# design 1

**Design 1: placed cells, one colour a class**

(10 px per um) Fill, decap, tap and diode cells in grey.
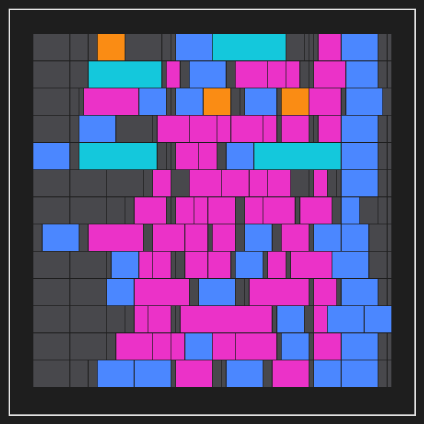
**Design 1: routed clock nets over the placement**

(12 px per um)
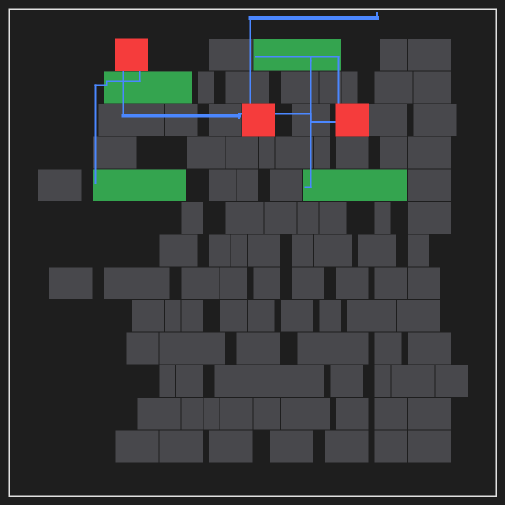
**Design 1: pin map**

(6 px per um) Pins as bars across the die edge, other pins in grey.
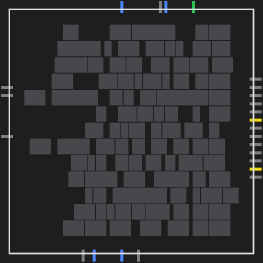
==> config.mk <==
export PLATFORM = sky130hd
export DESIGN_NAME = jk_register_bank
export DESIGN_NICKNAME = d
export VERILOG_FILES = /design/src/rtl/jk_register_bank.sv
export SDC_FILE = /design/constraint.sdc
export NUM_CORES = 1
export LEC_CHECK = 0
export CORE_MARGIN = 2
export CORE_UTILIZATION = 39
export DETAILED_ROUTE_END_ITERATION = 10
export PLACE_DENSITY = 0.84
export REMOVE_ABC_BUFFERS = 1
export SLEW_MARGIN = 0
export SYNTH_ARGS = -nofsm -noshare
export SYNTH_HDL_FRONTEND = slang
export SYNTH_SLANG_ARGS = --single-unit
==> constraint.sdc <==
create_clock -name clk -period 2.1 [get_ports clk]
set_clock_uncertainty 0.05 [all_clocks]
set_input_delay 0.63 -clock clk [delete_from_list [all_inputs] [get_ports clk]]
set_output_delay 0.63 -clock clk [all_outputs]
set_load 0.03 [all_outputs]
==> src/rtl/jk_register_bank.sv <==
// Bank of WIDTH JK flip-flops with JK, count-up, count-down and shift-left modes.
// Define JK_SAT_EN to make the count modes saturate at their limits instead of wrapping.
module jk_register_bank #(
  parameter int unsigned WIDTH     = 4,
  parameter int unsigned MAX_COUNT = 2**WIDTH - 1
) (
  input  logic             clk,
  input  logic             clr,
  input  logic             pr,
  input  logic             en,
  input  logic [1:0]       mode,
  input  logic [WIDTH-1:0] j,
  input  logic [WIDTH-1:0] k,
  input  logic             sin,
  output logic [WIDTH-1:0] q,
  output logic [WIDTH-1:0] qn,
  output logic             tc
);

  localparam logic [1:0] MODE_JK    = 2'b00;
  localparam logic [1:0] MODE_UP    = 2'b01;
  localparam logic [1:0] MODE_DOWN  = 2'b10;
  localparam logic [1:0] MODE_SHIFT = 2'b11;

  localparam logic [WIDTH-1:0] MAX_Q = WIDTH'(MAX_COUNT);

  logic [WIDTH-1:0] q_next;
  logic [WIDTH-1:0] up_next;
  logic [WIDTH-1:0] down_next;

  // Values above MAX_COUNT are reachable via JK/shift; up folds them to 0, down to MAX_COUNT.
  always_comb begin
    up_next = '0;
    if (q < MAX_Q) begin
      up_next = q + 1'b1;
    end else if (q == MAX_Q) begin
`ifdef JK_SAT_EN
      up_next = MAX_Q;
`else
      up_next = '0;
`endif
    end
  end

  always_comb begin
    down_next = q - 1'b1;
    if (q > MAX_Q) begin
      down_next = MAX_Q;
    end else if (q == '0) begin
`ifdef JK_SAT_EN
      down_next = '0;
`else
      down_next = MAX_Q;
`endif
    end
  end

  always_comb begin
    q_next = q;
    unique case (mode)
      MODE_JK: begin
        for (int unsigned i = 0; i < WIDTH; i++) begin
          unique case ({j[i], k[i]})
            2'b00: q_next[i] = q[i];
            2'b01: q_next[i] = 1'b0;
            2'b10: q_next[i] = 1'b1;
            2'b11: q_next[i] = ~q[i];
          endcase
        end
      end
      MODE_UP:    q_next = up_next;
      MODE_DOWN:  q_next = down_next;
      MODE_SHIFT: q_next = {q[WIDTH-2:0], sin};
    endcase
  end

  always_ff @(posedge clk) begin
    if (clr) begin
      q <= '0;
    end else if (pr) begin
      q <= MAX_Q;
    end else if (en) begin
      q <= q_next;
    end
  end

  assign qn = ~q;
  assign tc = ((mode == MODE_UP) && (q == MAX_Q)) || ((mode == MODE_DOWN) && (q == '0));

endmodule

==> run summary <==
run results: # port buffers=23, Crit path buffers/inverters=2, post-CTS sizing=9, final hold violations=0, crit path to=tc, Cell variety after synth=41, Lkg Pwr=0.3528 nW, Final GP Congestion=0.8128, dominant kind of combinational cell=AND-OR/OR-AND gates, DR iter-0 viols=26, Routed WL per cell=15.30 um, net switching power=160.6 uW, ao+oa area frac=0.4227, Worst R2R Setup Slack=0.43 ns, Adder-Cell Fraction of Synth Area=0.04831, grt total ovfl=0, asr flop ratio synth=0, Biggest consumer=combinational logic, Yosys top cell by area=dfxtp_1, reg-to-reg startpoint=q[0]$_SDFFE_PP0P_, Cell area leaders=dfxtp_1, a31oi_1, ha_1, inv_1, a21oi_1, sequential share of cell area=0.09812, global routing usage on met3=0.1000, wire length on met3=162 um, status=complete, no violations, Power per Cell Area=488.6 mW/mm^2, WP depth=4, reg2reg end=q[2]$_SDFFE_PP0P_, crit path DRT=1.42 ns, endpoint class of the critical path=output port, CTS Buffer Depth=2, die span in y=40.45 um, cts bufs inserted=3, sequential area share after synthesis=0.1546, CTS root buffer=clkbuf_4, r2r worst-path depth=6, global-route wire length before repair=2.594 mm, Final nets=118, share of layout cells above drive strength 1=0.2828, count of library flops with an enable pin=0, Synth Cell Area=518.0 sq um, most frequent cells in the layout=clkdlybuf4s50_1, buf_4, inv_1, a31oi_1, a21oi_1, ys flop type=dfxtp_1, Setup TNS=0 ns, sw frac=0.3790, Top-area cell share=0.1546, Sink Count=4, flops & latches, synth=4, most common logic cell in the routed design=clkdlybuf4s50_1, # diodes=0, Comb pwr share=0.538, DRC viols=0, Final period util=0.9709, Post-CTS Setup Bufs=0, GRT Resource Usage Total=0.2432, synthesis area per yosys=518.0 sq um, Min-Delay Path Class=reg2reg, met2 Use GR=0.4444, XOR Share, Synth=0, post-layout util=0.6834, fill count=108, met1 usage=0.2630, buffering overhead=0.3665, WL met2=864 um, seq pwr=99.7 uW, Signal buffers=36, kind of cell adding the most delay to the critical path=buffers and inverters
## Picture notes: 'placed cells, one colour a class' of design 1
- cyan: sequential cells (cells 4; share of their area 10%)
- magenta: combinational and other logic (cells 56; share of their area 50%)
- orange: clock drivers (cells 3; share of their area 2.7%)
- blue: remaining buffers and delay cells (cells 36; share of their area 37%)

## Picture notes: 'routed clock nets over the placement' of design 1
- green: flip-flops (count 4)
- red: clock drivers (count 3)
- blue: clock wires (length 81.0 um)
- routed clock nets: 4

## Picture notes: 'pin map' of design 1
- yellow: mode (pins 2; direction input; edge right)
- green: clk (pins 1; direction input; edge top)
- blue: qn (pins 4; direction output; edge 2 bottom, 2 top)
- all pins by edge: 13 right, 4 top, 4 bottom, 3 left


# design 2

**Design 2: routed clock nets over the placement**

(6 px per um)
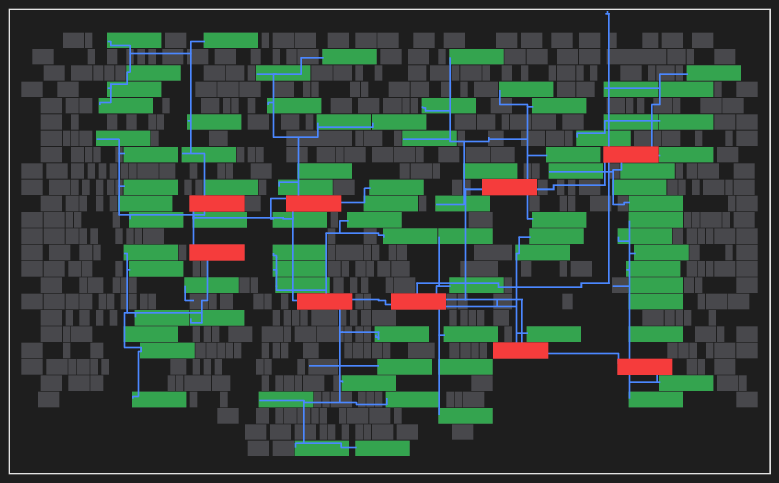
**Design 2: met2 routing**

(4 px per um) Cells faint in the background.
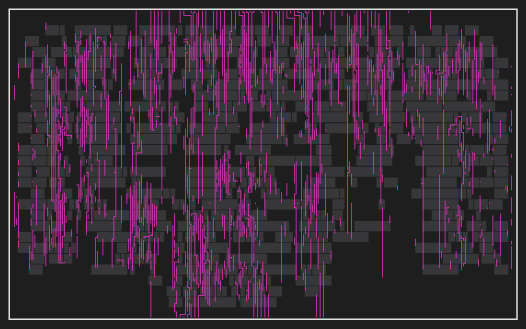
`config.mk`:
```
export PLATFORM = sky130hd
export DESIGN_NAME = mem_port_arbiter
export DESIGN_NICKNAME = d
export VERILOG_FILES = /design/src/rtl/mem_port_arbiter.sv
export SDC_FILE = /design/constraint.sdc
export NUM_CORES = 1
export LEC_CHECK = 0
export ABC_AREA = 1
export CORE_ASPECT_RATIO = 0.6
export CORE_MARGIN = 1.5
export CORE_UTILIZATION = 40
export DETAILED_ROUTE_END_ITERATION = 8
export GPL_TIMING_DRIVEN = 0
export PLACE_DENSITY = 0.82
export SYNTH_ARGS = -nofsm -noshare
export SYNTH_HDL_FRONTEND = slang
export SYNTH_SLANG_ARGS = --single-unit
```
`constraint.sdc`:
```
create_clock -name clk -period 3.6 [get_ports clk]
set_input_delay 0.54 -clock clk [delete_from_list [all_inputs] [get_ports clk]]
set_output_delay 0.54 -clock clk [all_outputs]
set_load 0.01 [all_outputs]
```
`src/rtl/mem_port_arbiter.sv`:
```
// mem_port_arbiter: shares one fixed-latency memory port between an
// instruction-fetch requester (read-only) and a data requester (read/write).
// Data side has priority; fetch is forced after STARVE_LIMIT consecutive
// data grants taken while fetch was waiting.
// Optional statistics counters are enabled with the ARB_STATS_EN macro.
module mem_port_arbiter #(
   parameter int unsigned WORD_SIZE    = 16,
   parameter int unsigned MEM_LATENCY  = 2,
   parameter int unsigned STARVE_LIMIT = 3
) (
   input  logic                 clk,
   input  logic                 reset_n,
   input  logic                 i_req,
   input  logic [WORD_SIZE-1:0] i_address,
   output logic                 i_ack,
   output logic [WORD_SIZE-1:0] i_rdata,
   input  logic                 d_req,
   input  logic                 d_write,
   input  logic [WORD_SIZE-1:0] d_address,
   input  logic [WORD_SIZE-1:0] d_wdata,
   output logic                 d_ack,
   output logic [WORD_SIZE-1:0] d_rdata,
   output logic                 m_readM,
   output logic                 m_writeM,
   output logic [WORD_SIZE-1:0] m_address,
   output logic [WORD_SIZE-1:0] m_wdata,
   input  logic [WORD_SIZE-1:0] m_rdata,
   output logic                 busy
`ifdef ARB_STATS_EN
   ,
   output logic [WORD_SIZE-1:0] num_i_grant,
   output logic [WORD_SIZE-1:0] num_d_grant,
   output logic [WORD_SIZE-1:0] num_conflict
`endif
);

   localparam int unsigned CNT_W    = 4;
   localparam int unsigned STARVE_W = 4;

   typedef enum logic [1:0] {IDLE, BUSY_I, BUSY_D, ACK} state_t;

   state_t              state;
   state_t              state_nxt;
   logic [CNT_W-1:0]    cnt;
   logic [STARVE_W-1:0] starve_cnt;
   logic                owner;      // 1 = data requester owns the access
   logic                wr;         // current access is a data write
   logic                grant_i;
   logic                grant_d;
   logic                done;
   logic                starved;
   logic                in_busy;

   assign starved = (starve_cnt == STARVE_W'(STARVE_LIMIT));
   assign in_busy = (state == BUSY_I) || (state == BUSY_D);

   // State register
   always_ff @(posedge clk or negedge reset_n) begin
      if (!reset_n) state <= IDLE;
      else          state <= state_nxt;
   end

   // Next-state logic and grant/completion decode
   always_comb begin
      state_nxt = state;
      grant_i   = 1'b0;
      grant_d   = 1'b0;
      done      = 1'b0;
      case (state)
         IDLE: begin
            if (d_req && !(i_req && starved)) begin
               grant_d   = 1'b1;
               state_nxt = BUSY_D;
            end else if (i_req) begin
               grant_i   = 1'b1;
               state_nxt = BUSY_I;
            end
         end
         BUSY_I, BUSY_D: begin
            if (cnt == '0) begin
               done      = 1'b1;
               state_nxt = ACK;
            end
         end
         ACK:     state_nxt = IDLE;
         default: state_nxt = IDLE;
      endcase
   end

   // Access datapath: grant capture, latency count, read-data return, ack pulse
   always_ff @(posedge clk or negedge reset_n) begin
      if (!reset_n) begin
         m_address <= '0;
         m_wdata   <= '0;
         m_readM   <= 1'b0;
         m_writeM  <= 1'b0;
         owner     <= 1'b0;
         wr        <= 1'b0;
         cnt       <= '0;
         busy      <= 1'b0;
         i_ack     <= 1'b0;
         d_ack     <= 1'b0;
         i_rdata   <= '0;
         d_rdata   <= '0;
      end else begin
         if (grant_i || grant_d) begin
            m_address <= grant_d ? d_address : i_address;
            m_wdata   <= grant_d ? d_wdata : '0;
            owner     <= grant_d;
            wr        <= grant_d && d_write;
            cnt       <= CNT_W'(MEM_LATENCY - 1);
            m_readM   <= !(grant_d && d_write);
            m_writeM  <= grant_d && d_write;
            busy      <= 1'b1;
         end
         if (in_busy && (cnt != '0)) cnt <= cnt - CNT_W'(1);
         if (done) begin
            m_readM  <= 1'b0;
            m_writeM <= 1'b0;
            if (!wr) begin
               if (owner) d_rdata <= m_rdata;
               else       i_rdata <= m_rdata;
            end
            i_ack <= !owner;
            d_ack <= owner;
         end
         if (state == ACK) begin
            i_ack <= 1'b0;
            d_ack <= 1'b0;
            busy  <= 1'b0;
         end
      end
   end

   // Anti-starvation counter: data grants taken while fetch is waiting
   always_ff @(posedge clk or negedge reset_n) begin
      if (!reset_n)                       starve_cnt <= '0;
      else if (grant_i)                   starve_cnt <= '0;
      else if (grant_d && i_req && !starved) starve_cnt <= starve_cnt + STARVE_W'(1);
   end

`ifdef ARB_STATS_EN
   // Saturating grant and conflict statistics
   always_ff @(posedge clk or negedge reset_n) begin
      if (!reset_n) begin
         num_i_grant  <= '0;
         num_d_grant  <= '0;
         num_conflict <= '0;
      end else begin
         if (grant_i && (num_i_grant != '1)) num_i_grant <= num_i_grant + WORD_SIZE'(1);
         if (grant_d && (num_d_grant != '1)) num_d_grant <= num_d_grant + WORD_SIZE'(1);
         if ((state == IDLE) && i_req && d_req && (num_conflict != '1))
            num_conflict <= num_conflict + WORD_SIZE'(1);
      end
   end
`endif

endmodule

```
==> run summary <==
run results: WHS=0.08535 ns, Design Area, Final=0.005508 sq mm, Startpoint Class=flip-flop, Crit Path Class=reg2out, met1 usage=0.2748, final setup vio count=0, most frequent cells in the layout=nand2_1, clkdlybuf4s50_1, dfrtp_1, ClkCell Share=0.05566, Lkg Pwr=2.700 nW, Setup WS pre-CTS=1.488 ns, initial antenna violation count=0, crit path DRT=3.06 ns, Min-Delay Path Class=in2async, status=complete, no violations, seq pwr=1.60 mW, RSZ-0062 raised after global routing=no, DR iter-0 viols=211, Int Power=3.041 mW, Hold Buf Count CTS=0, sw frac=0.3687, Combinational Gates=263, met2 Use GR=0.3295, commonest cells in the netlist=nand2_1, dfrtp_1, inv_1, net switching power=1.776 mW, First-pass DRT Iterations=4, f_max=551.9 MHz, Max-Cap Viols=0, die span in y=77.15 um, Sink Count=81, Final period util=0.5033, Critical Path Slowest Stage Cell=clkdlybuf4s50_1, via count=3243, Power Total=4.818 mW, Synth Cell Area=0.003665 sq mm, # Cells Yosys=413, Antenna Violating Nets Remaining=0, Post-DP HPWL=7.449 mm, Top Layer Used=met4, Adder-Cell Fraction of Synth Area=0.01707, non-clock inverter count=50, Ys Warns=0, count of library flops with an enable pin=0, grt total ovfl=0, n_taps=112, Max-area cell class=flip-flops and latches, buffering overhead=0.2790, DRC viols=0, VDD IR-drop max=0.3341 mV, post-CTS sizing=0, Synth Instances=413, post-layout util=0.6341, Total Wirelength=9.635 mm, clock skew=0.01219 ns, Cell variety after synth=26, Final nets=636, Placed Cells=663, Signal buffers=157, Comb area share=0.2378, Crit path buffers/inverters=1, Post-CTS Setup Bufs=0, reg-to-reg startpoint=state[0]$_DFFE_PN0P_, endpoint class of the critical path=output port, clock buffer count=10, Setup TNS=0 ns, FP Core Util=0.4219, flops & latches, synth=81, comb pwr=2.31 mW, Biggest consumer=combinational logic, full die area=0.009764 sq mm, fin. max-slew vios=0
About 'routed clock nets over the placement' of design 2:
- red: clock drivers (count 9)
- green: flip-flops (count 81)
- blue: clock wires (length 890 um)
- flops lie: all over the die
- routed clock nets: 10

About 'met2 routing' of design 2:
- longest straight run: 34.3 um
- main direction: vertical


# design 3

--- src/rtl/msrv32_trap_sequencer.sv ---
// Machine-mode trap sequencer: prioritises exceptions/interrupts, sequences the
// CSR-file trap strobes, and selects the PC source and fetch flush.
module msrv32_trap_sequencer (
  input  logic       clock,
  input  logic       rst_in,
  input  logic       illegal_instr_in,
  input  logic       misaligned_instr_in,
  input  logic       misaligned_load_in,
  input  logic       misaligned_store_in,
  input  logic       ecall_in,
  input  logic       ebreak_in,
  input  logic       mret_in,
  input  logic       mie_in,
  input  logic       meie_in,
  input  logic       mtie_in,
  input  logic       msie_in,
  input  logic       meip_in,
  input  logic       mtip_in,
  input  logic       msip_in,
  output logic       i_or_e_out,
  output logic [3:0] cause_out,
  output logic       set_cause_out,
  output logic       set_epc_out,
  output logic       mie_clear_out,
  output logic       mie_set_out,
  output logic       misaligned_exception_out,
  output logic       instret_inc_out,
  output logic [1:0] pc_src_out,
  output logic       flush_out
);

  typedef enum logic [1:0] {
    RESET       = 2'b00,
    OPERATING   = 2'b01,
    TRAP_TAKEN  = 2'b10,
    TRAP_RETURN = 2'b11
  } state_t;

  state_t     state, next_state;
  logic [3:0] cause_q;
  logic       irq_q;
  logic       exc, irq, take_trap;
  logic [3:0] trap_cause;

  always_comb begin
    exc = illegal_instr_in | misaligned_instr_in | misaligned_load_in |
          misaligned_store_in | ecall_in | ebreak_in;
    irq = mie_in & ((meie_in & meip_in) | (msie_in & msip_in) | (mtie_in & mtip_in));
    take_trap = exc | irq;

    // Exceptions first, then interrupts; the final default is the timer
    // interrupt, which is the only remaining source once irq is known true.
    if (ebreak_in)                 trap_cause = 4'd3;
    else if (misaligned_instr_in)  trap_cause = 4'd0;
    else if (illegal_instr_in)     trap_cause = 4'd2;
    else if (ecall_in)             trap_cause = 4'd11;
    else if (misaligned_load_in)   trap_cause = 4'd4;
    else if (misaligned_store_in)  trap_cause = 4'd6;
    else if (meie_in & meip_in)    trap_cause = 4'd11;
    else if (msie_in & msip_in)    trap_cause = 4'd3;
    else                           trap_cause = 4'd7;
  end

  always_ff @(posedge clock or posedge rst_in) begin
    if (rst_in) begin
      state   <= RESET;
      cause_q <= '0;
      irq_q   <= 1'b0;
    end else begin
      state <= next_state;
      if (state == OPERATING && take_trap) begin
        cause_q <= trap_cause;
        irq_q   <= ~exc;
      end
    end
  end

  always_comb begin
    next_state               = state;
    pc_src_out               = 2'b00;
    flush_out                = 1'b1;
    set_cause_out            = 1'b0;
    set_epc_out              = 1'b0;
    mie_clear_out            = 1'b0;
    mie_set_out              = 1'b0;
    misaligned_exception_out = 1'b0;
    instret_inc_out          = 1'b0;
    i_or_e_out               = irq_q;
    cause_out                = cause_q;

    unique case (state)
      RESET: begin
        next_state = OPERATING;
      end
      OPERATING: begin
        pc_src_out      = 2'b11;
        flush_out       = 1'b0;
        instret_inc_out = ~(take_trap | mret_in);
        if (take_trap)    next_state = TRAP_TAKEN;
        else if (mret_in) next_state = TRAP_RETURN;
      end
      TRAP_TAKEN: begin
        next_state               = OPERATING;
        pc_src_out               = 2'b10;
        set_cause_out            = 1'b1;
        set_epc_out              = 1'b1;
        mie_clear_out            = 1'b1;
        misaligned_exception_out = ~irq_q &
          (cause_q == 4'd0 || cause_q == 4'd4 || cause_q == 4'd6);
      end
      TRAP_RETURN: begin
        next_state  = OPERATING;
        pc_src_out  = 2'b01;
        mie_set_out = 1'b1;
      end
      default: next_state = RESET;
    endcase
  end

endmodule

--- config.mk ---
export PLATFORM = sky130hd
export DESIGN_NAME = msrv32_trap_sequencer
export DESIGN_NICKNAME = d
export VERILOG_FILES = /design/src/rtl/msrv32_trap_sequencer.sv
export SDC_FILE = /design/constraint.sdc
export NUM_CORES = 1
export LEC_CHECK = 0
export ABC_AREA = 1
export CAP_MARGIN = 20
export CORE_UTILIZATION = 35
export CTS_CLUSTER_DIAMETER = 80
export DETAILED_ROUTE_END_ITERATION = 10
export HOLD_SLACK_MARGIN = 0.08
export PLACE_DENSITY_LB_ADDON = 0.1
export SYNTH_ARGS = -nofsm -noshare
export SYNTH_HDL_FRONTEND = slang
export SYNTH_SLANG_ARGS = --single-unit
--- constraint.sdc ---
create_clock -name clock -period 2.5 [get_ports clock]
set_input_delay 0.5 -clock clock [delete_from_list [all_inputs] [get_ports clock]]
set_output_delay 0.5 -clock clock [all_outputs]
set_load 0.01 [all_outputs]
**Design 3: routed clock nets over the placement**

(12 px per um)
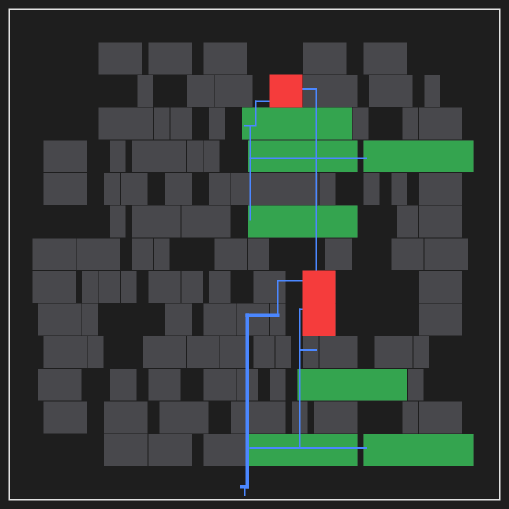
- blue: clock wires (length 94.5 um)
- green: flip-flops (count 7)
- red: clock drivers (count 3)
- routed clock nets: 4

==> run summary <==
run results: sequential area share after synthesis=0.3333, chip width=40.75 um, Final period util=0.9159, H-tree Lvls=1, met1 WL=489 um, CTS clk-pin slew, worst paths=0.05 ns, CTS root buffer=clkbuf_4, Worst path max stage delay=0.47 ns, full die area=0.001661 sq mm, Top Layer Used=met4, Synth Instances=66, max reg flops=4, Antenna Violating Nets Remaining=0, status=complete, no violations, Crit Path Class=reg2out, Crit path buffers/inverters=1, seq pwr=120 uW, Critical path origin=state[0]$_DFFE_PP0P_, Comb area share=0.3305, Synth Cell Area=525.5 sq um, synthesis area per yosys=525.5 sq um, buffering overhead=0.3755, VDD IR-drop max=0.1579 mV, post-route insts no fill=118, DR iter-0 viols=11, ClkCell Share=0.02954, Max-Cap Viols=0, RSZ-0062 raised after global routing=no, OpenROAD warnings=28, Area growth syn-to-layout=69.29%, Worst Path Max Fanout=6
**Design 3: clock wiring as the flow saved it**

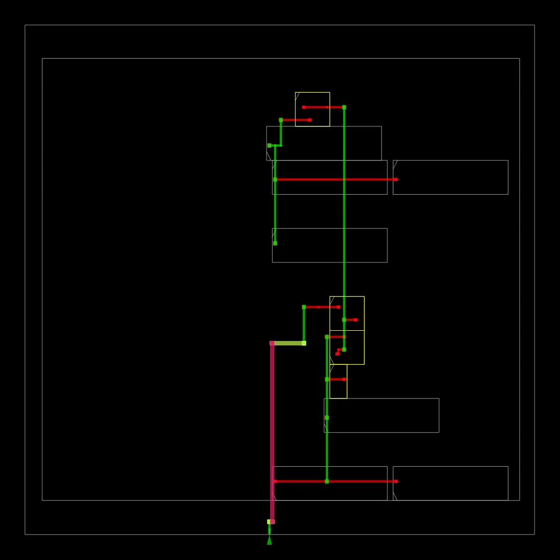
flop count: 7
clock skew: 0.0008585 ns
clk pwr: 97.8 uW
cts bufs inserted: 3


# design 4

**Design 4: clock wiring as the flow saved it**

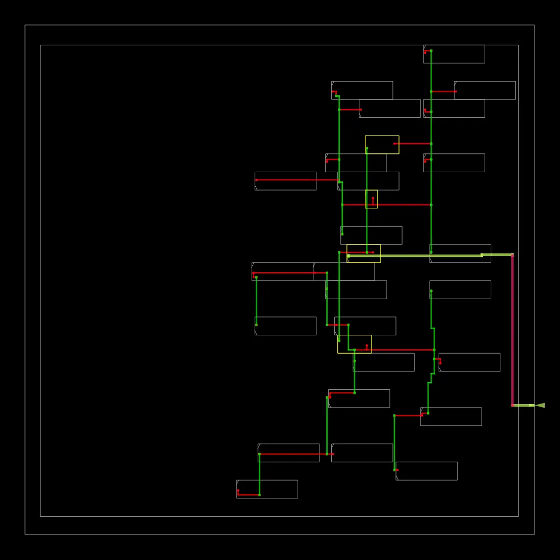
### config.mk
export PLATFORM = sky130hd
export DESIGN_NAME = gtob_conv_arbiter_flat
export DESIGN_NICKNAME = d
export VERILOG_FILES = /design/src/rtl/gtob_conv_arbiter_pkg.sv /design/src/rtl/gtob_conv_arbiter_if.sv /design/src/rtl/gtob_conv_arbiter_gray2bin_core.sv /design/src/rtl/gtob_conv_arbiter.sv /design/src/flat_wrapper.sv
export SDC_FILE = /design/constraint.sdc
export NUM_CORES = 1
export LEC_CHECK = 0
export CAP_MARGIN = 5
export CORE_MARGIN = 2
export CORE_UTILIZATION = 40
export CTS_CLUSTER_SIZE = 12
export DETAILED_ROUTE_END_ITERATION = 7
export HOLD_SLACK_MARGIN = 0.06
export PLACE_DENSITY_LB_ADDON = 0.3
export SYNTH_ARGS = -nofsm -noshare
export SYNTH_HDL_FRONTEND = slang
export SYNTH_SLANG_ARGS = --single-unit
### constraint.sdc
create_clock -name clk -period 4.15 [get_ports clk]
set_input_delay 0.6225 -clock clk [delete_from_list [all_inputs] [get_ports clk]]
set_output_delay 0.6225 -clock clk [all_outputs]
set_load 0.03 [all_outputs]
### src/rtl/gtob_conv_arbiter_pkg.sv
// gtob_conv_arbiter_pkg
//   Shared defaults for the Gray-to-binary conversion arbiter and a
//   constant-function log2 used to size the requester ID.
package gtob_conv_arbiter_pkg;

  localparam int unsigned DEF_WIDTH = 4;
  localparam int unsigned DEF_NREQ  = 4;
  localparam int unsigned DEF_CNT_W = 16;

  // Ceiling log2, never below 1 so a 1-bit ID always exists.
  function automatic int unsigned clog2(input int unsigned n);
    int unsigned r;
    r = 0;
    while ((32'd1 << r) < n) r++;
    if (r == 0) r = 1;
    return r;
  endfunction

endpackage

### src/rtl/gtob_conv_arbiter_if.sv
// gtob_conv_arbiter_if
//   Bundles the requester side and the result side of the arbiter.
//   req_valid/req_gray/req_ready : NREQ requesters, Gray code i at [i*WIDTH +: WIDTH]
//   out_valid/out_ready/out_bin/out_id : single registered result slot
//   done_cnt : count of completed output handshakes
//   slave  : the arbiter itself
//   master : the environment (requesters + downstream consumer)
interface gtob_conv_arbiter_if
  import gtob_conv_arbiter_pkg::*;
#(
  parameter int unsigned WIDTH = DEF_WIDTH,
  parameter int unsigned NREQ  = DEF_NREQ,
  parameter int unsigned CNT_W = DEF_CNT_W
);
  localparam int unsigned ID_W = clog2(NREQ);

  logic [NREQ-1:0]       req_valid;
  logic [NREQ*WIDTH-1:0] req_gray;
  logic [NREQ-1:0]       req_ready;
  logic                  out_valid;
  logic                  out_ready;
  logic [WIDTH-1:0]      out_bin;
  logic [ID_W-1:0]       out_id;
  logic [CNT_W-1:0]      done_cnt;

  modport master (
    output req_valid, req_gray, out_ready,
    input  req_ready, out_valid, out_bin, out_id, done_cnt
  );

  modport slave (
    input  req_valid, req_gray, out_ready,
    output req_ready, out_valid, out_bin, out_id, done_cnt
  );

endinterface

### src/rtl/gtob_conv_arbiter_gray2bin_core.sv
// gray2bin_core
//   Combinational WIDTH-bit Gray-to-binary conversion.
//   gray : Gray-coded input
//   bin  : binary result, bin[k] = XOR of gray[WIDTH-1:k]
module gray2bin_core #(
  parameter int unsigned WIDTH = 4
) (
  input  logic [WIDTH-1:0] gray,
  output logic [WIDTH-1:0] bin
);

  // Each bit is the parity of all Gray bits at or above it, which unrolls
  // the bin[k] = bin[k+1] ^ gray[k] chain without a self-referencing vector.
  always_comb begin
    bin = '0;
    for (int unsigned k = 0; k < WIDTH; k++) begin
      bin[k] = ^(gray >> k);
    end
  end

endmodule

### src/rtl/gtob_conv_arbiter.sv
// gtob_conv_arbiter
//   Round-robin arbiter sharing one Gray-to-binary converter among NREQ
//   requesters, feeding a single registered result slot with backpressure
//   and counting completed output handshakes.
//   clk   : system clock, rising edge
//   rst_n : asynchronous active-low reset
//   bus   : gtob_conv_arbiter_if slave (requests, result slot, done_cnt)
module gtob_conv_arbiter
  import gtob_conv_arbiter_pkg::*;
#(
  parameter int unsigned WIDTH = DEF_WIDTH,
  parameter int unsigned NREQ  = DEF_NREQ,
  parameter int unsigned CNT_W = DEF_CNT_W
) (
  input  logic              clk,
  input  logic              rst_n,
  gtob_conv_arbiter_if.slave bus
);

  localparam int unsigned ID_W = clog2(NREQ);

  logic [ID_W-1:0]  ptr;
  logic [ID_W-1:0]  gidx;
  logic [NREQ-1:0]  grant;
  logic             accept;
  logic             slot_free;
  logic             drain;
  logic [WIDTH-1:0] sel_gray;
  logic [WIDTH-1:0] sel_bin;

  logic             out_valid_q;
  logic [WIDTH-1:0] out_bin_q;
  logic [ID_W-1:0]  out_id_q;
  logic [CNT_W-1:0] cnt_q;

  assign slot_free = !out_valid_q || bus.out_ready;
  assign drain     = out_valid_q && bus.out_ready;

  // Search from ptr upward modulo NREQ; first valid requester wins.
  // rst_n gates the search so no grant is visible while reset is held.
  always_comb begin
    int unsigned idx;
    grant    = '0;
    gidx     = '0;
    accept   = 1'b0;
    sel_gray = '0;
    idx      = 0;
    if (rst_n && slot_free) begin
      for (int unsigned k = 0; k < NREQ; k++) begin
        idx = (32'(ptr) + k) % NREQ;
        if (!accept && bus.req_valid[idx]) begin
          accept      = 1'b1;
          grant[idx]  = 1'b1;
          gidx        = ID_W'(idx);
          sel_gray    = bus.req_gray[idx*WIDTH +: WIDTH];
        end
      end
    end
  end

  gray2bin_core #(.WIDTH(WIDTH)) u_gray2bin (
    .gray (sel_gray),
    .bin  (sel_bin)
  );

  always_ff @(posedge clk or negedge rst_n) begin
    if (!rst_n) begin
      ptr         <= '0;
      out_valid_q <= 1'b0;
      out_bin_q   <= '0;
      out_id_q    <= '0;
      cnt_q       <= '0;
    end else begin
      if (accept) begin
        out_valid_q <= 1'b1;
        out_bin_q   <= sel_bin;
        out_id_q    <= gidx;
        ptr         <= (gidx == ID_W'(NREQ - 1)) ? '0 : gidx + 1'b1;
      end else if (drain) begin
        out_valid_q <= 1'b0;
      end
      if (drain) begin
        cnt_q <= cnt_q + 1'b1;
      end
    end
  end

  assign bus.req_ready = grant;
  assign bus.out_valid = out_valid_q;
  assign bus.out_bin   = out_bin_q;
  assign bus.out_id    = out_id_q;
  assign bus.done_cnt  = cnt_q;

endmodule

### src/flat_wrapper.sv
// flat-port wrapper written by rule: the top's interface ports become plain ports
module gtob_conv_arbiter_flat import gtob_conv_arbiter_pkg::*;
#(
  parameter int unsigned WIDTH = DEF_WIDTH,
  parameter int unsigned NREQ  = DEF_NREQ,
  parameter int unsigned CNT_W = DEF_CNT_W
)
  (clk, rst_n, bus_req_valid, bus_req_gray, bus_out_ready, bus_req_ready, bus_out_valid, bus_out_bin, bus_out_id, bus_done_cnt);
  gtob_conv_arbiter_if #(.WIDTH(WIDTH), .NREQ(NREQ), .CNT_W(CNT_W)) bus_i ();
  input  logic clk;
  input  logic rst_n;
  input wire logic [$bits(bus_i.req_valid)-1:0] bus_req_valid;
  input wire logic [$bits(bus_i.req_gray)-1:0] bus_req_gray;
  input wire logic [$bits(bus_i.out_ready)-1:0] bus_out_ready;
  output wire logic [$bits(bus_i.req_ready)-1:0] bus_req_ready;
  output wire logic [$bits(bus_i.out_valid)-1:0] bus_out_valid;
  output wire logic [$bits(bus_i.out_bin)-1:0] bus_out_bin;
  output wire logic [$bits(bus_i.out_id)-1:0] bus_out_id;
  output wire logic [$bits(bus_i.done_cnt)-1:0] bus_done_cnt;
  assign bus_i.req_valid = bus_req_valid;
  assign bus_i.req_gray = bus_req_gray;
  assign bus_i.out_ready = bus_out_ready;
  assign bus_req_ready = bus_i.req_ready;
  assign bus_out_valid = bus_i.out_valid;
  assign bus_out_bin = bus_i.out_bin;
  assign bus_out_id = bus_i.out_id;
  assign bus_done_cnt = bus_i.done_cnt;
  gtob_conv_arbiter #(.WIDTH(WIDTH), .NREQ(NREQ), .CNT_W(CNT_W)) u_core (.clk(clk), .rst_n(rst_n), .bus(bus_i));
endmodule
==> run summary <==
run results: status=complete, no violations, met2 Use GR=0.2858, GRT Resource Usage Total=0.1588, Clock Power Share=0.081, OpenROAD warnings=31, Hold Path End=u_core.bus.out_bin[0]$_DFFE_PN0P_, Setup WS pre-CTS=0.7112 ns, Synth Instances=197, kind of cell adding the most delay to the critical path=buffers and inverters, CTS Buffer Depth=2, asr flop ratio synth=1.000, chip width=76.45 um, synthesis area per yosys=0.002100 sq mm, vias in the first global route=1682, ys flop type=dfrtp_1, Post-CTS Setup Bufs=0, busiest grt layer=met2, post-route insts no fill=311, CP cell instances=clkdlybuf4s50_1 -> mux4_2 -> nor2b_1 -> buf_4 -> a22oi_1 -> nor2_1 -> a221oi_1 -> nor2_1 -> buf_4, crit path to=bus_req_ready[2], n_taps=70, endpoint class of the critical path=output port, worst skew pair latency=0.26 ns, Mean Syn Cell Area=10.66 sq um
Notes on 'clock wiring as the flow saved it' of design 4 above:
clk pwr: 140 uW
clock skew: 0.005939 ns
cts bufs inserted: 3


# design 5

**Design 5: clock wiring as the flow saved it**

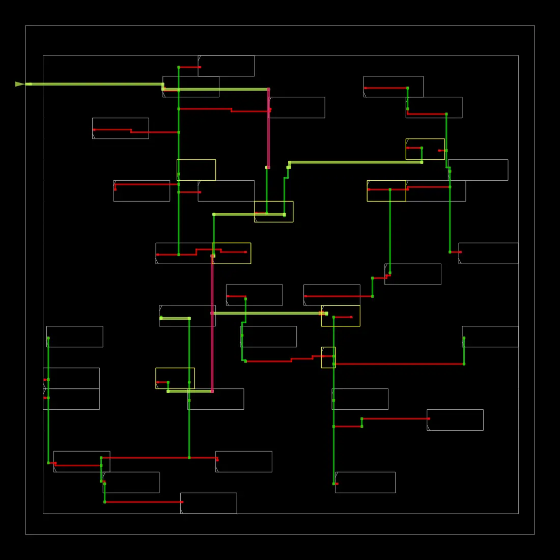
$ cat config.mk
export PLATFORM = sky130hd
export DESIGN_NAME = mch_enc_framer
export DESIGN_NICKNAME = d
export VERILOG_FILES = /design/src/rtl/mch_enc_framer.sv
export SDC_FILE = /design/constraint.sdc
export NUM_CORES = 1
export LEC_CHECK = 0
export ABC_AREA = 1
export CAP_MARGIN = 40
export CORE_MARGIN = 2
export CORE_UTILIZATION = 45
export DETAILED_ROUTE_END_ITERATION = 8
export PLACE_DENSITY = 0.66
export SETUP_SLACK_MARGIN = 0.2
export SLEW_MARGIN = 0
export SYNTH_ARGS = -nofsm -noshare
export SYNTH_HDL_FRONTEND = slang
export SYNTH_SLANG_ARGS = --single-unit
$ cat constraint.sdc
create_clock -name clk -period 1.71 [get_ports clk]
set_input_delay 0.513 -clock clk [delete_from_list [all_inputs] [get_ports clk]]
set_output_delay 0.513 -clock clk [all_outputs]
set_load 0.1 [all_outputs]
$ cat src/rtl/mch_enc_framer.sv
// mch_enc_framer: Manchester serialiser for head sync / length / payload / trailing sync frames.
// Optional macro MCH_TX_CRC_EN inserts a CRC-8 (poly 0x07) byte before the trailing sync.
module mch_enc_framer #(
  parameter int unsigned DW      = 8,
  parameter int unsigned MAX_PL  = 16,
  parameter int unsigned MCH_POL = 0,
  localparam int unsigned SEL_W  = $clog2(MAX_PL + 3)
) (
  input  logic             clk,
  input  logic             rst,
  input  logic             pls_1m,
  input  logic             sync_done,
  input  logic [DW-1:0]    p_data,
  output logic [SEL_W-1:0] d_sel,
  output logic             txsdo,
  output logic             busy,
  output logic             p2s_end
);

  localparam int unsigned SH_W = (DW > 8) ? DW : 8;
  localparam int unsigned BC_W = $clog2(SH_W);
  localparam int unsigned PC_W = $clog2(MAX_PL + 1);
  localparam logic [SEL_W-1:0] SEL_TAIL  = SEL_W'(MAX_PL + 2);
  localparam logic [BC_W-1:0]  BITS_DW   = BC_W'(DW - 1);
  localparam logic [PC_W-1:0]  PL_MAX    = PC_W'(MAX_PL);
  // IEEE coding: first half-bit is the complement of the data bit.
  localparam logic             INV_FIRST = (MCH_POL == 0);

  typedef enum logic [2:0] {
    StIdle,
    StHead,
    StLen,
    StPay,
`ifdef MCH_TX_CRC_EN
    StCrc,
`endif
    StTail
  } state_e;

`ifdef MCH_TX_CRC_EN
  localparam state_e ST_AFTER = StCrc;
`else
  localparam state_e ST_AFTER = StTail;
`endif

  state_e           r_state, w_state;
  logic [SH_W-1:0]  r_sh, w_sh, w_load_val;
  logic [BC_W-1:0]  r_bits, w_bits;
  logic             r_half, w_half;
  logic             r_load, w_load;
  logic             r_fin, w_fin;
  logic [PC_W-1:0]  r_pay_left, w_pay_left, w_len_n;
  logic [SEL_W-1:0] r_d_sel, w_d_sel;
  logic             r_tx, w_tx;
  logic             r_busy, w_busy;
  logic             r_end, w_end;
  logic             w_bit;

`ifdef MCH_TX_CRC_EN
  logic [7:0] r_crc, w_crc;

  function automatic logic [7:0] crc_next(input logic [7:0] crc, input logic din);
    crc_next = {crc[6:0], 1'b0} ^ ((crc[7] ^ din) ? 8'h07 : 8'h00);
  endfunction
`endif

  assign w_len_n = (32'(p_data) > MAX_PL) ? PL_MAX : PC_W'(p_data);

  // Bytes are left-aligned so the MSB is always at the top of the shifter.
  always_comb begin
    w_load_val = SH_W'(p_data) << (SH_W - DW);
`ifdef MCH_TX_CRC_EN
    if (r_state == StCrc) w_load_val = SH_W'(r_crc) << (SH_W - 8);
`endif
  end

  always_comb begin
    w_state    = r_state;
    w_sh       = r_sh;
    w_bits     = r_bits;
    w_half     = r_half;
    w_load     = r_load;
    w_fin      = r_fin;
    w_pay_left = r_pay_left;
    w_d_sel    = r_d_sel;
    w_tx       = r_tx;
    w_busy     = r_busy;
    w_end      = 1'b0;
    w_bit      = 1'b0;
`ifdef MCH_TX_CRC_EN
    w_crc      = r_crc;
`endif
    if (r_state == StIdle) begin
      w_tx = 1'b0;
      // The p2s_end cycle is still part of the finished frame.
      if (sync_done && !r_end) begin
        w_state    = StHead;
        w_busy     = 1'b1;
        w_d_sel    = '0;
        w_load     = 1'b1;
        w_half     = 1'b0;
        w_fin      = 1'b0;
        w_pay_left = '0;
`ifdef MCH_TX_CRC_EN
        w_crc      = '0;
`endif
      end
    end else if (pls_1m) begin
      if (r_fin) begin
        w_state    = StIdle;
        w_tx       = 1'b0;
        w_end      = 1'b1;
        w_busy     = 1'b0;
        w_d_sel    = '0;
        w_fin      = 1'b0;
        w_sh       = '0;
        w_bits     = '0;
        w_half     = 1'b0;
        w_pay_left = '0;
      end else if (r_load) begin
        w_sh   = w_load_val;
        w_bit  = w_load_val[SH_W-1];
        w_tx   = w_bit ^ INV_FIRST;
        w_half = 1'b1;
        w_load = 1'b0;
        w_bits = BITS_DW;
`ifdef MCH_TX_CRC_EN
        if (r_state == StCrc) w_bits = BC_W'(7);
        if (r_state == StLen || r_state == StPay) w_crc = crc_next(r_crc, w_bit);
`endif
        case (r_state)
          StHead: w_d_sel = SEL_W'(1);
          StLen: begin
            w_pay_left = w_len_n;
            w_d_sel    = (w_len_n == '0) ? SEL_TAIL : SEL_W'(2);
          end
          StPay: begin
            w_pay_left = r_pay_left - PC_W'(1);
            w_d_sel    = (r_pay_left == PC_W'(1)) ? SEL_TAIL : r_d_sel + SEL_W'(1);
          end
          default: w_d_sel = SEL_TAIL;
        endcase
      end else if (r_half) begin
        w_tx   = ~r_tx;
        w_half = 1'b0;
        if (r_bits == '0) begin
          case (r_state)
            StHead: begin
              w_state = StLen;
              w_load  = 1'b1;
            end
            StLen, StPay: begin
              w_state = (r_pay_left != '0) ? StPay : ST_AFTER;
              w_load  = 1'b1;
            end
`ifdef MCH_TX_CRC_EN
            StCrc: begin
              w_state = StTail;
              w_load  = 1'b1;
            end
`endif
            default: w_fin = 1'b1;
          endcase
        end
      end else begin
        w_sh   = r_sh << 1;
        w_bit  = r_sh[SH_W-2];
        w_tx   = w_bit ^ INV_FIRST;
        w_half = 1'b1;
        w_bits = r_bits - BC_W'(1);
`ifdef MCH_TX_CRC_EN
        if (r_state == StLen || r_state == StPay) w_crc = crc_next(r_crc, w_bit);
`endif
      end
    end
  end

  always_ff @(posedge clk) begin
    if (rst) begin
      r_state    <= StIdle;
      r_sh       <= '0;
      r_bits     <= '0;
      r_half     <= 1'b0;
      r_load     <= 1'b0;
      r_fin      <= 1'b0;
      r_pay_left <= '0;
      r_d_sel    <= '0;
      r_tx       <= 1'b0;
      r_busy     <= 1'b0;
      r_end      <= 1'b0;
`ifdef MCH_TX_CRC_EN
      r_crc      <= '0;
`endif
    end else begin
      r_state    <= w_state;
      r_sh       <= w_sh;
      r_bits     <= w_bits;
      r_half     <= w_half;
      r_load     <= w_load;
      r_fin      <= w_fin;
      r_pay_left <= w_pay_left;
      r_d_sel    <= w_d_sel;
      r_tx       <= w_tx;
      r_busy     <= w_busy;
      r_end      <= w_end;
`ifdef MCH_TX_CRC_EN
      r_crc      <= w_crc;
`endif
    end
  end

  assign d_sel   = r_d_sel;
  assign txsdo   = r_tx;
  assign busy    = r_busy;
  assign p2s_end = r_end;

endmodule

==> run summary <==
run results: I/O pins=20, Signal buffers=36, status=complete, no violations, WL met2=1.964 mm, Top-area cell share=0.3305, row cnt=22, area occupied by multi-input gates=0.001064 sq mm, PnR worst setup slack=0.2590 ns, buffering overhead=0.1770, Yosys top cell by area=dfxtp_1, fin. max-slew vios=0, vias in the first global route=1620, non-clock inverter count=30, grt total ovfl=0, Post-DP HPWL=3.023 mm, final hold violations=0, net switching power=1.490 mW, First-pass DRT Iterations=4, Largest Register=r_sh, full die area=0.004420 sq mm, count of library flops with an enable pin=0, sequential area share after synthesis=0.3305, RSZ-0062 raised after global routing=yes, Multiplexer share=0, Comb pwr share=0.522, Slew @ Worst Pin=0.2959 ns, worst skew pair latency=0.28 ns, clock skew=0.004646 ns, Cell variety after synth=34, largest net degree at the start of global routing=14, Design Area, Final=0.002347 sq mm, max reg flops=7, Worst R2R Setup Slack=0.36 ns, Crit Path Class=reg2out, Power Total=3.247 mW, WHS=0.4552 ns, met1 WL=1.983 mm, crit path DRT=1.20 ns, flops & latches, synth=29, post-route insts no fill=339, post-CTS sizing=3, Area growth syn-to-layout=33.62%, n_taps=48, most common logic cell in the routed design=nand2_1, GRT Resource Usage Total=0.2144, Adder-Cell Fraction of Synth Area=0.04274, Seq pwr share=0.282, clock buffer count=7, Top Layer Used=met4, crit path to=d_sel[3], f_max=689.2 MHz, Total Wirelength=4.185 mm, reg-to-reg startpoint=r_state[2]$_SDFFE_PP0P_, CTS root buffer=clkbuf_8, CP cell instances=buf_12, Final GP Congestion=0.8029, Placed Area=0.002172 sq mm, r2r worst-path depth=8, Critical Path Slowest Stage Cell=dfxtp_1, busiest grt layer=met2
Notes on 'clock wiring as the flow saved it' of design 5 above:
clk pwr: 637 uW
cts bufs inserted: 5


# design 6

$ cat src/rtl/barrier_pkg.sv
// Shared types for the barrier scheduler.
// Provides the per-slot FSM state encoding, the config opcode, the slot record
// used as a debug view of each slot, and the slot-ID width helper.
package barrier_pkg;

   localparam int MAX_CORES = 16;
   localparam int GEN_W     = 4;

   typedef enum logic [1:0] {
      SLOT_FREE    = 2'd0,
      SLOT_ARMED   = 2'd1,
      SLOT_RELEASE = 2'd2
   } slot_state_e;

   typedef enum logic {
      CFG_ALLOC = 1'b0,
      CFG_FREE  = 1'b1
   } cfg_op_e;

   // Mask/arrived are sized for the largest supported core count; bits at and
   // above NUM_CORES are held at zero.
   typedef struct packed {
      slot_state_e            state;
      logic [MAX_CORES-1:0]   mask;
      logic [MAX_CORES-1:0]   arrived;
      logic [GEN_W-1:0]       gen;
   } slot_t;

   function automatic int slot_w(input int num_slots);
      return (num_slots > 1) ? $clog2(num_slots) : 1;
   endfunction

endpackage

$ cat src/rtl/barrier_slot.sv
// One barrier slot: FSM (FREE/ARMED/RELEASE) plus mask, arrived and generation
// registers.
// Ports:
//   clk, reset_n   clock, asynchronous active-low reset
//   cmd_valid      config command addressed to this slot
//   cmd_op         ALLOC or FREE
//   cmd_mask       participant mask for ALLOC
//   arrive         per-core arrival strobes already decoded for this slot
//   cmd_ok         combinational accept result for the current command
//   rel_mask       cores released this cycle (mask while in RELEASE)
//   busy           slot is allocated
//   gen            completed-generation counter
//   arrive_err     at least one arrival this cycle was illegal
//   dbg            full slot record (state and registers)
module barrier_slot
   import barrier_pkg::*;
#(
   parameter int NUM_CORES = 4
) (
   input  logic                 clk,
   input  logic                 reset_n,
   input  logic                 cmd_valid,
   input  cfg_op_e              cmd_op,
   input  logic [NUM_CORES-1:0] cmd_mask,
   input  logic [NUM_CORES-1:0] arrive,
   output logic                 cmd_ok,
   output logic [NUM_CORES-1:0] rel_mask,
   output logic                 busy,
   output logic [GEN_W-1:0]     gen,
   output logic                 arrive_err,
   output slot_t                dbg
);

   slot_t q, d;
   logic [NUM_CORES-1:0] mask, arrived, legal, acc;
   logic                 free_go;

   assign mask    = q.mask[NUM_CORES-1:0];
   assign arrived = q.arrived[NUM_CORES-1:0];

   always_ff @(posedge clk or negedge reset_n) begin
      if (!reset_n) q <= '0;
      else          q <= d;
   end

   always_comb begin
      d       = q;
      cmd_ok  = 1'b0;
      legal   = '0;
      free_go = 1'b0;
      if (cmd_valid) begin
         if (cmd_op == CFG_ALLOC) cmd_ok = (q.state == SLOT_FREE) && (cmd_mask != '0);
         else                     cmd_ok = (q.state == SLOT_ARMED) && (arrived == '0);
      end
      free_go = cmd_ok && (cmd_op == CFG_FREE);
      // A slot being freed this edge accepts no arrivals; RELEASE cycles do,
      // and those count toward the next generation.
      if ((q.state != SLOT_FREE) && !free_go) legal = arrive & mask & ~arrived;
      acc = arrived | legal;
      case (q.state)
         SLOT_FREE: begin
            if (cmd_ok) begin
               d.state                  = SLOT_ARMED;
               d.mask                   = '0;
               d.mask[NUM_CORES-1:0]    = cmd_mask;
               d.arrived                = '0;
               d.gen                    = '0;
            end
         end
         SLOT_ARMED: begin
            if (free_go) begin
               d.state   = SLOT_FREE;
               d.mask    = '0;
               d.arrived = '0;
            end else if (acc == mask) begin
               d.state   = SLOT_RELEASE;
               d.arrived = '0;
               d.gen     = q.gen + 1'b1;
            end else begin
               d.arrived[NUM_CORES-1:0] = acc;
            end
         end
         SLOT_RELEASE: begin
            d.state                  = SLOT_ARMED;
            d.arrived[NUM_CORES-1:0] = acc;
         end
         default: d = '0;
      endcase
   end

   assign arrive_err = |(arrive & ~legal);
   assign rel_mask   = (q.state == SLOT_RELEASE) ? mask : '0;
   assign busy       = (q.state != SLOT_FREE);
   assign gen        = q.gen;
   assign dbg        = q;

endmodule

$ cat src/rtl/barrier_scheduler.sv
// Pool of NUM_SLOTS barrier slots shared among NUM_CORES cores.
// Ports:
//   clk, reset_n        clock, asynchronous active-low reset
//   in_cfg_valid/op/slot/mask  host ALLOC/FREE command (always accepted)
//   out_cfg_done/ok     registered command completion and result
//   in_arrive, in_arrive_slot  per-core arrival strobe and target slot
//   out_release         per-core release pulse (OR over all slots)
//   out_slot_busy       per-slot allocated flag
//   out_generation      per-slot 4-bit generation counter
//   out_error, in_error_clear  sticky illegal-arrival flag and its clear
//   dbg_slots           per-slot state/register record, slot s at s*$bits(slot_t)
module barrier_scheduler
   import barrier_pkg::*;
#(
   parameter  int NUM_CORES = 4,
   parameter  int NUM_SLOTS = 4,
   localparam int SLOT_W    = slot_w(NUM_SLOTS),
   localparam int SLOT_BITS = $bits(slot_t)
) (
   input  logic                           clk,
   input  logic                           reset_n,
   input  logic                           in_cfg_valid,
   input  logic                           in_cfg_op,
   input  logic [SLOT_W-1:0]              in_cfg_slot,
   input  logic [NUM_CORES-1:0]           in_cfg_mask,
   output logic                           out_cfg_done,
   output logic                           out_cfg_ok,
   input  logic [NUM_CORES-1:0]           in_arrive,
   input  logic [NUM_CORES*SLOT_W-1:0]    in_arrive_slot,
   output logic [NUM_CORES-1:0]           out_release,
   output logic [NUM_SLOTS-1:0]           out_slot_busy,
   output logic [NUM_SLOTS*GEN_W-1:0]     out_generation,
   output logic                           out_error,
   input  logic                           in_error_clear,
   output logic [NUM_SLOTS*SLOT_BITS-1:0] dbg_slots
);

   logic [NUM_SLOTS-1:0] slot_ok;
   logic [NUM_SLOTS-1:0] slot_err;
   logic [NUM_CORES-1:0] slot_rel [NUM_SLOTS];

   for (genvar s = 0; s < NUM_SLOTS; s++) begin : g_slot
      logic [NUM_CORES-1:0] arr;
      logic                 cmd;
      slot_t                dbg;

      always_comb begin
         arr = '0;
         for (int c = 0; c < NUM_CORES; c++)
            arr[c] = in_arrive[c] && (in_arrive_slot[c*SLOT_W +: SLOT_W] == SLOT_W'(s));
      end

      assign cmd = in_cfg_valid && (in_cfg_slot == SLOT_W'(s));

      barrier_slot #(.NUM_CORES(NUM_CORES)) u_slot (
         .clk        (clk),
         .reset_n    (reset_n),
         .cmd_valid  (cmd),
         .cmd_op     (cfg_op_e'(in_cfg_op)),
         .cmd_mask   (in_cfg_mask),
         .arrive     (arr),
         .cmd_ok     (slot_ok[s]),
         .rel_mask   (slot_rel[s]),
         .busy       (out_slot_busy[s]),
         .gen        (out_generation[s*GEN_W +: GEN_W]),
         .arrive_err (slot_err[s]),
         .dbg        (dbg)
      );

      assign dbg_slots[s*SLOT_BITS +: SLOT_BITS] = dbg;
   end

   always_comb begin
      out_release = '0;
      for (int s = 0; s < NUM_SLOTS; s++) out_release = out_release | slot_rel[s];
   end

   always_ff @(posedge clk or negedge reset_n) begin
      if (!reset_n) begin
         out_cfg_done <= 1'b0;
         out_cfg_ok   <= 1'b0;
         out_error    <= 1'b0;
      end else begin
         out_cfg_done <= in_cfg_valid;
         // Only the addressed slot can report ok, so the OR is the result.
         out_cfg_ok   <= in_cfg_valid && (|slot_ok);
         if (|slot_err)           out_error <= 1'b1;
         else if (in_error_clear) out_error <= 1'b0;
      end
   end

endmodule

$ cat config.mk
export PLATFORM = sky130hd
export DESIGN_NAME = barrier_scheduler
export DESIGN_NICKNAME = d
export VERILOG_FILES = /design/src/rtl/barrier_pkg.sv /design/src/rtl/barrier_slot.sv /design/src/rtl/barrier_scheduler.sv
export SDC_FILE = /design/constraint.sdc
export NUM_CORES = 1
export LEC_CHECK = 0
export CELL_PAD_IN_SITES_DETAIL_PLACEMENT = 0
export CELL_PAD_IN_SITES_GLOBAL_PLACEMENT = 1
export CORE_MARGIN = 4
export CORE_UTILIZATION = 34
export DETAILED_ROUTE_END_ITERATION = 8
export GPL_TIMING_DRIVEN = 0
export MAX_ROUTING_LAYER = met4
export PLACE_DENSITY = 0.94
export REMOVE_ABC_BUFFERS = 1
export SYNTH_ARGS = -nofsm -noshare
export SYNTH_HDL_FRONTEND = slang
export SYNTH_SLANG_ARGS = --single-unit
$ cat constraint.sdc
create_clock -name clk -period 3.95 [get_ports clk]
set_input_delay 0.79 -clock clk [delete_from_list [all_inputs] [get_ports clk]]
set_output_delay 0.79 -clock clk [all_outputs]
set_load 0.02 [all_outputs]
**Design 6: routed clock nets over the placement**

(4 px per um)
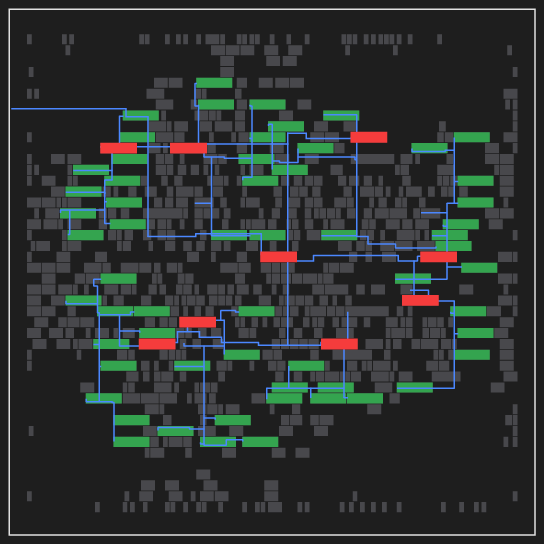
- blue: clock wires (length 969 um)
- red: clock drivers (count 9)
- green: flip-flops (count 59)
- routed clock nets: 10

==> run summary <==
run results: Reg area=0.001476 sq mm, reg-to-reg startpoint=g_slot[0].u_slot.dbg[36]$_DFFE_PN0P_, WHS=0.4746 ns, met1 usage=0.2320, Power Total=4.403 mW, top-count cell post-synth=buf_4, Crit path buffers/inverters=1, Int Power=2.342 mW, Post-DP HPWL=11.42 mm, CP Data Arrival Time=3.71 ns, ao+oa area frac=0.1722, synthesis area per yosys=0.005151 sq mm, Clock Power Share=0.196, post-layout util=0.4219, Placed Cells=874, Min-Delay Path Class=in2async, most frequent cells in the layout=clkdlybuf4s50_1, conb_1, dfrtp_1, wire length on met3=1.207 mm, die span in y=131.1 um, Seq pwr share=0.221, Worst path max stage delay=0.83 ns, endpoint class of the critical path=flip-flop, global-route wire length before repair=22.08 mm, Cell variety after synth=58, kind of cell adding the most delay to the critical path=simple AND/OR/NAND/NOR gates, Power per Cell Area=709.9 mW/mm^2, Sink Count=59, status=complete, no violations, post-route insts no fill=890, clk pwr=863 uW, GRT Resource Usage Total=0.1707, reg2reg end=g_slot[0].u_slot.dbg[6]$_DFFE_PN0P_, final hold violations=0, Critical Path Slowest Stage Cell=nor4_2, fill count=1491, crit path DRT=4.18 ns, Combinational Gates=491, met1 WL=6.467 mm, Biggest consumer=combinational logic, CTS root buffer=clkbuf_16, Simple-Gate Fraction of Synth Area=0.2478


## Gallery

Clock wiring as the flow saved it.
Plate I
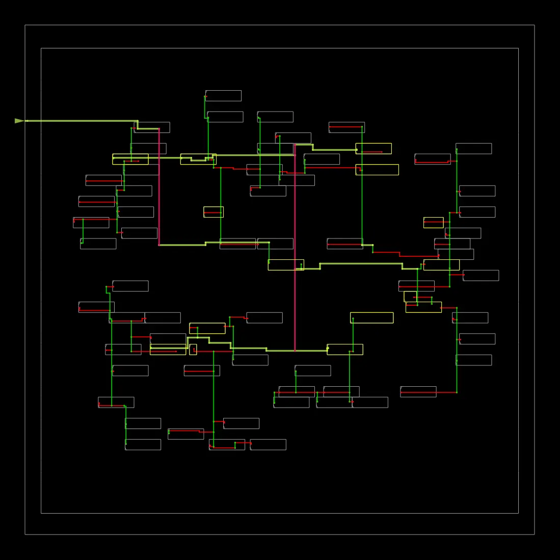
Plate II
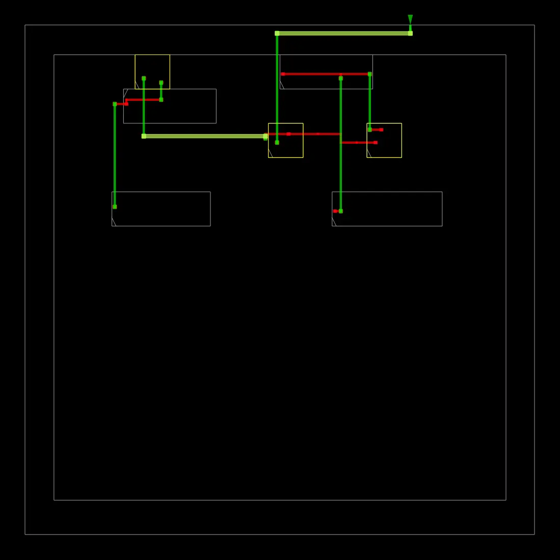
Plate III
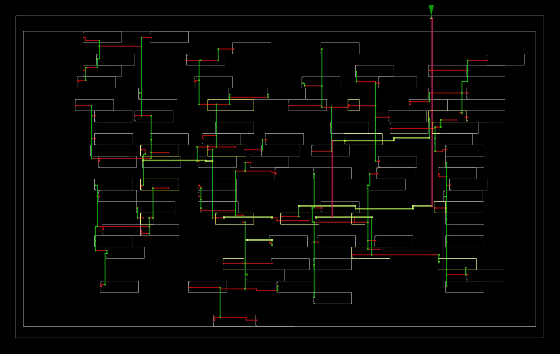
design 1 -> Plate II
design 2 -> Plate III
design 6 -> Plate I
The one with the most sequential cells is Plate III.

Power figures rest on the tool's default switching activity, not on a simulated workload.
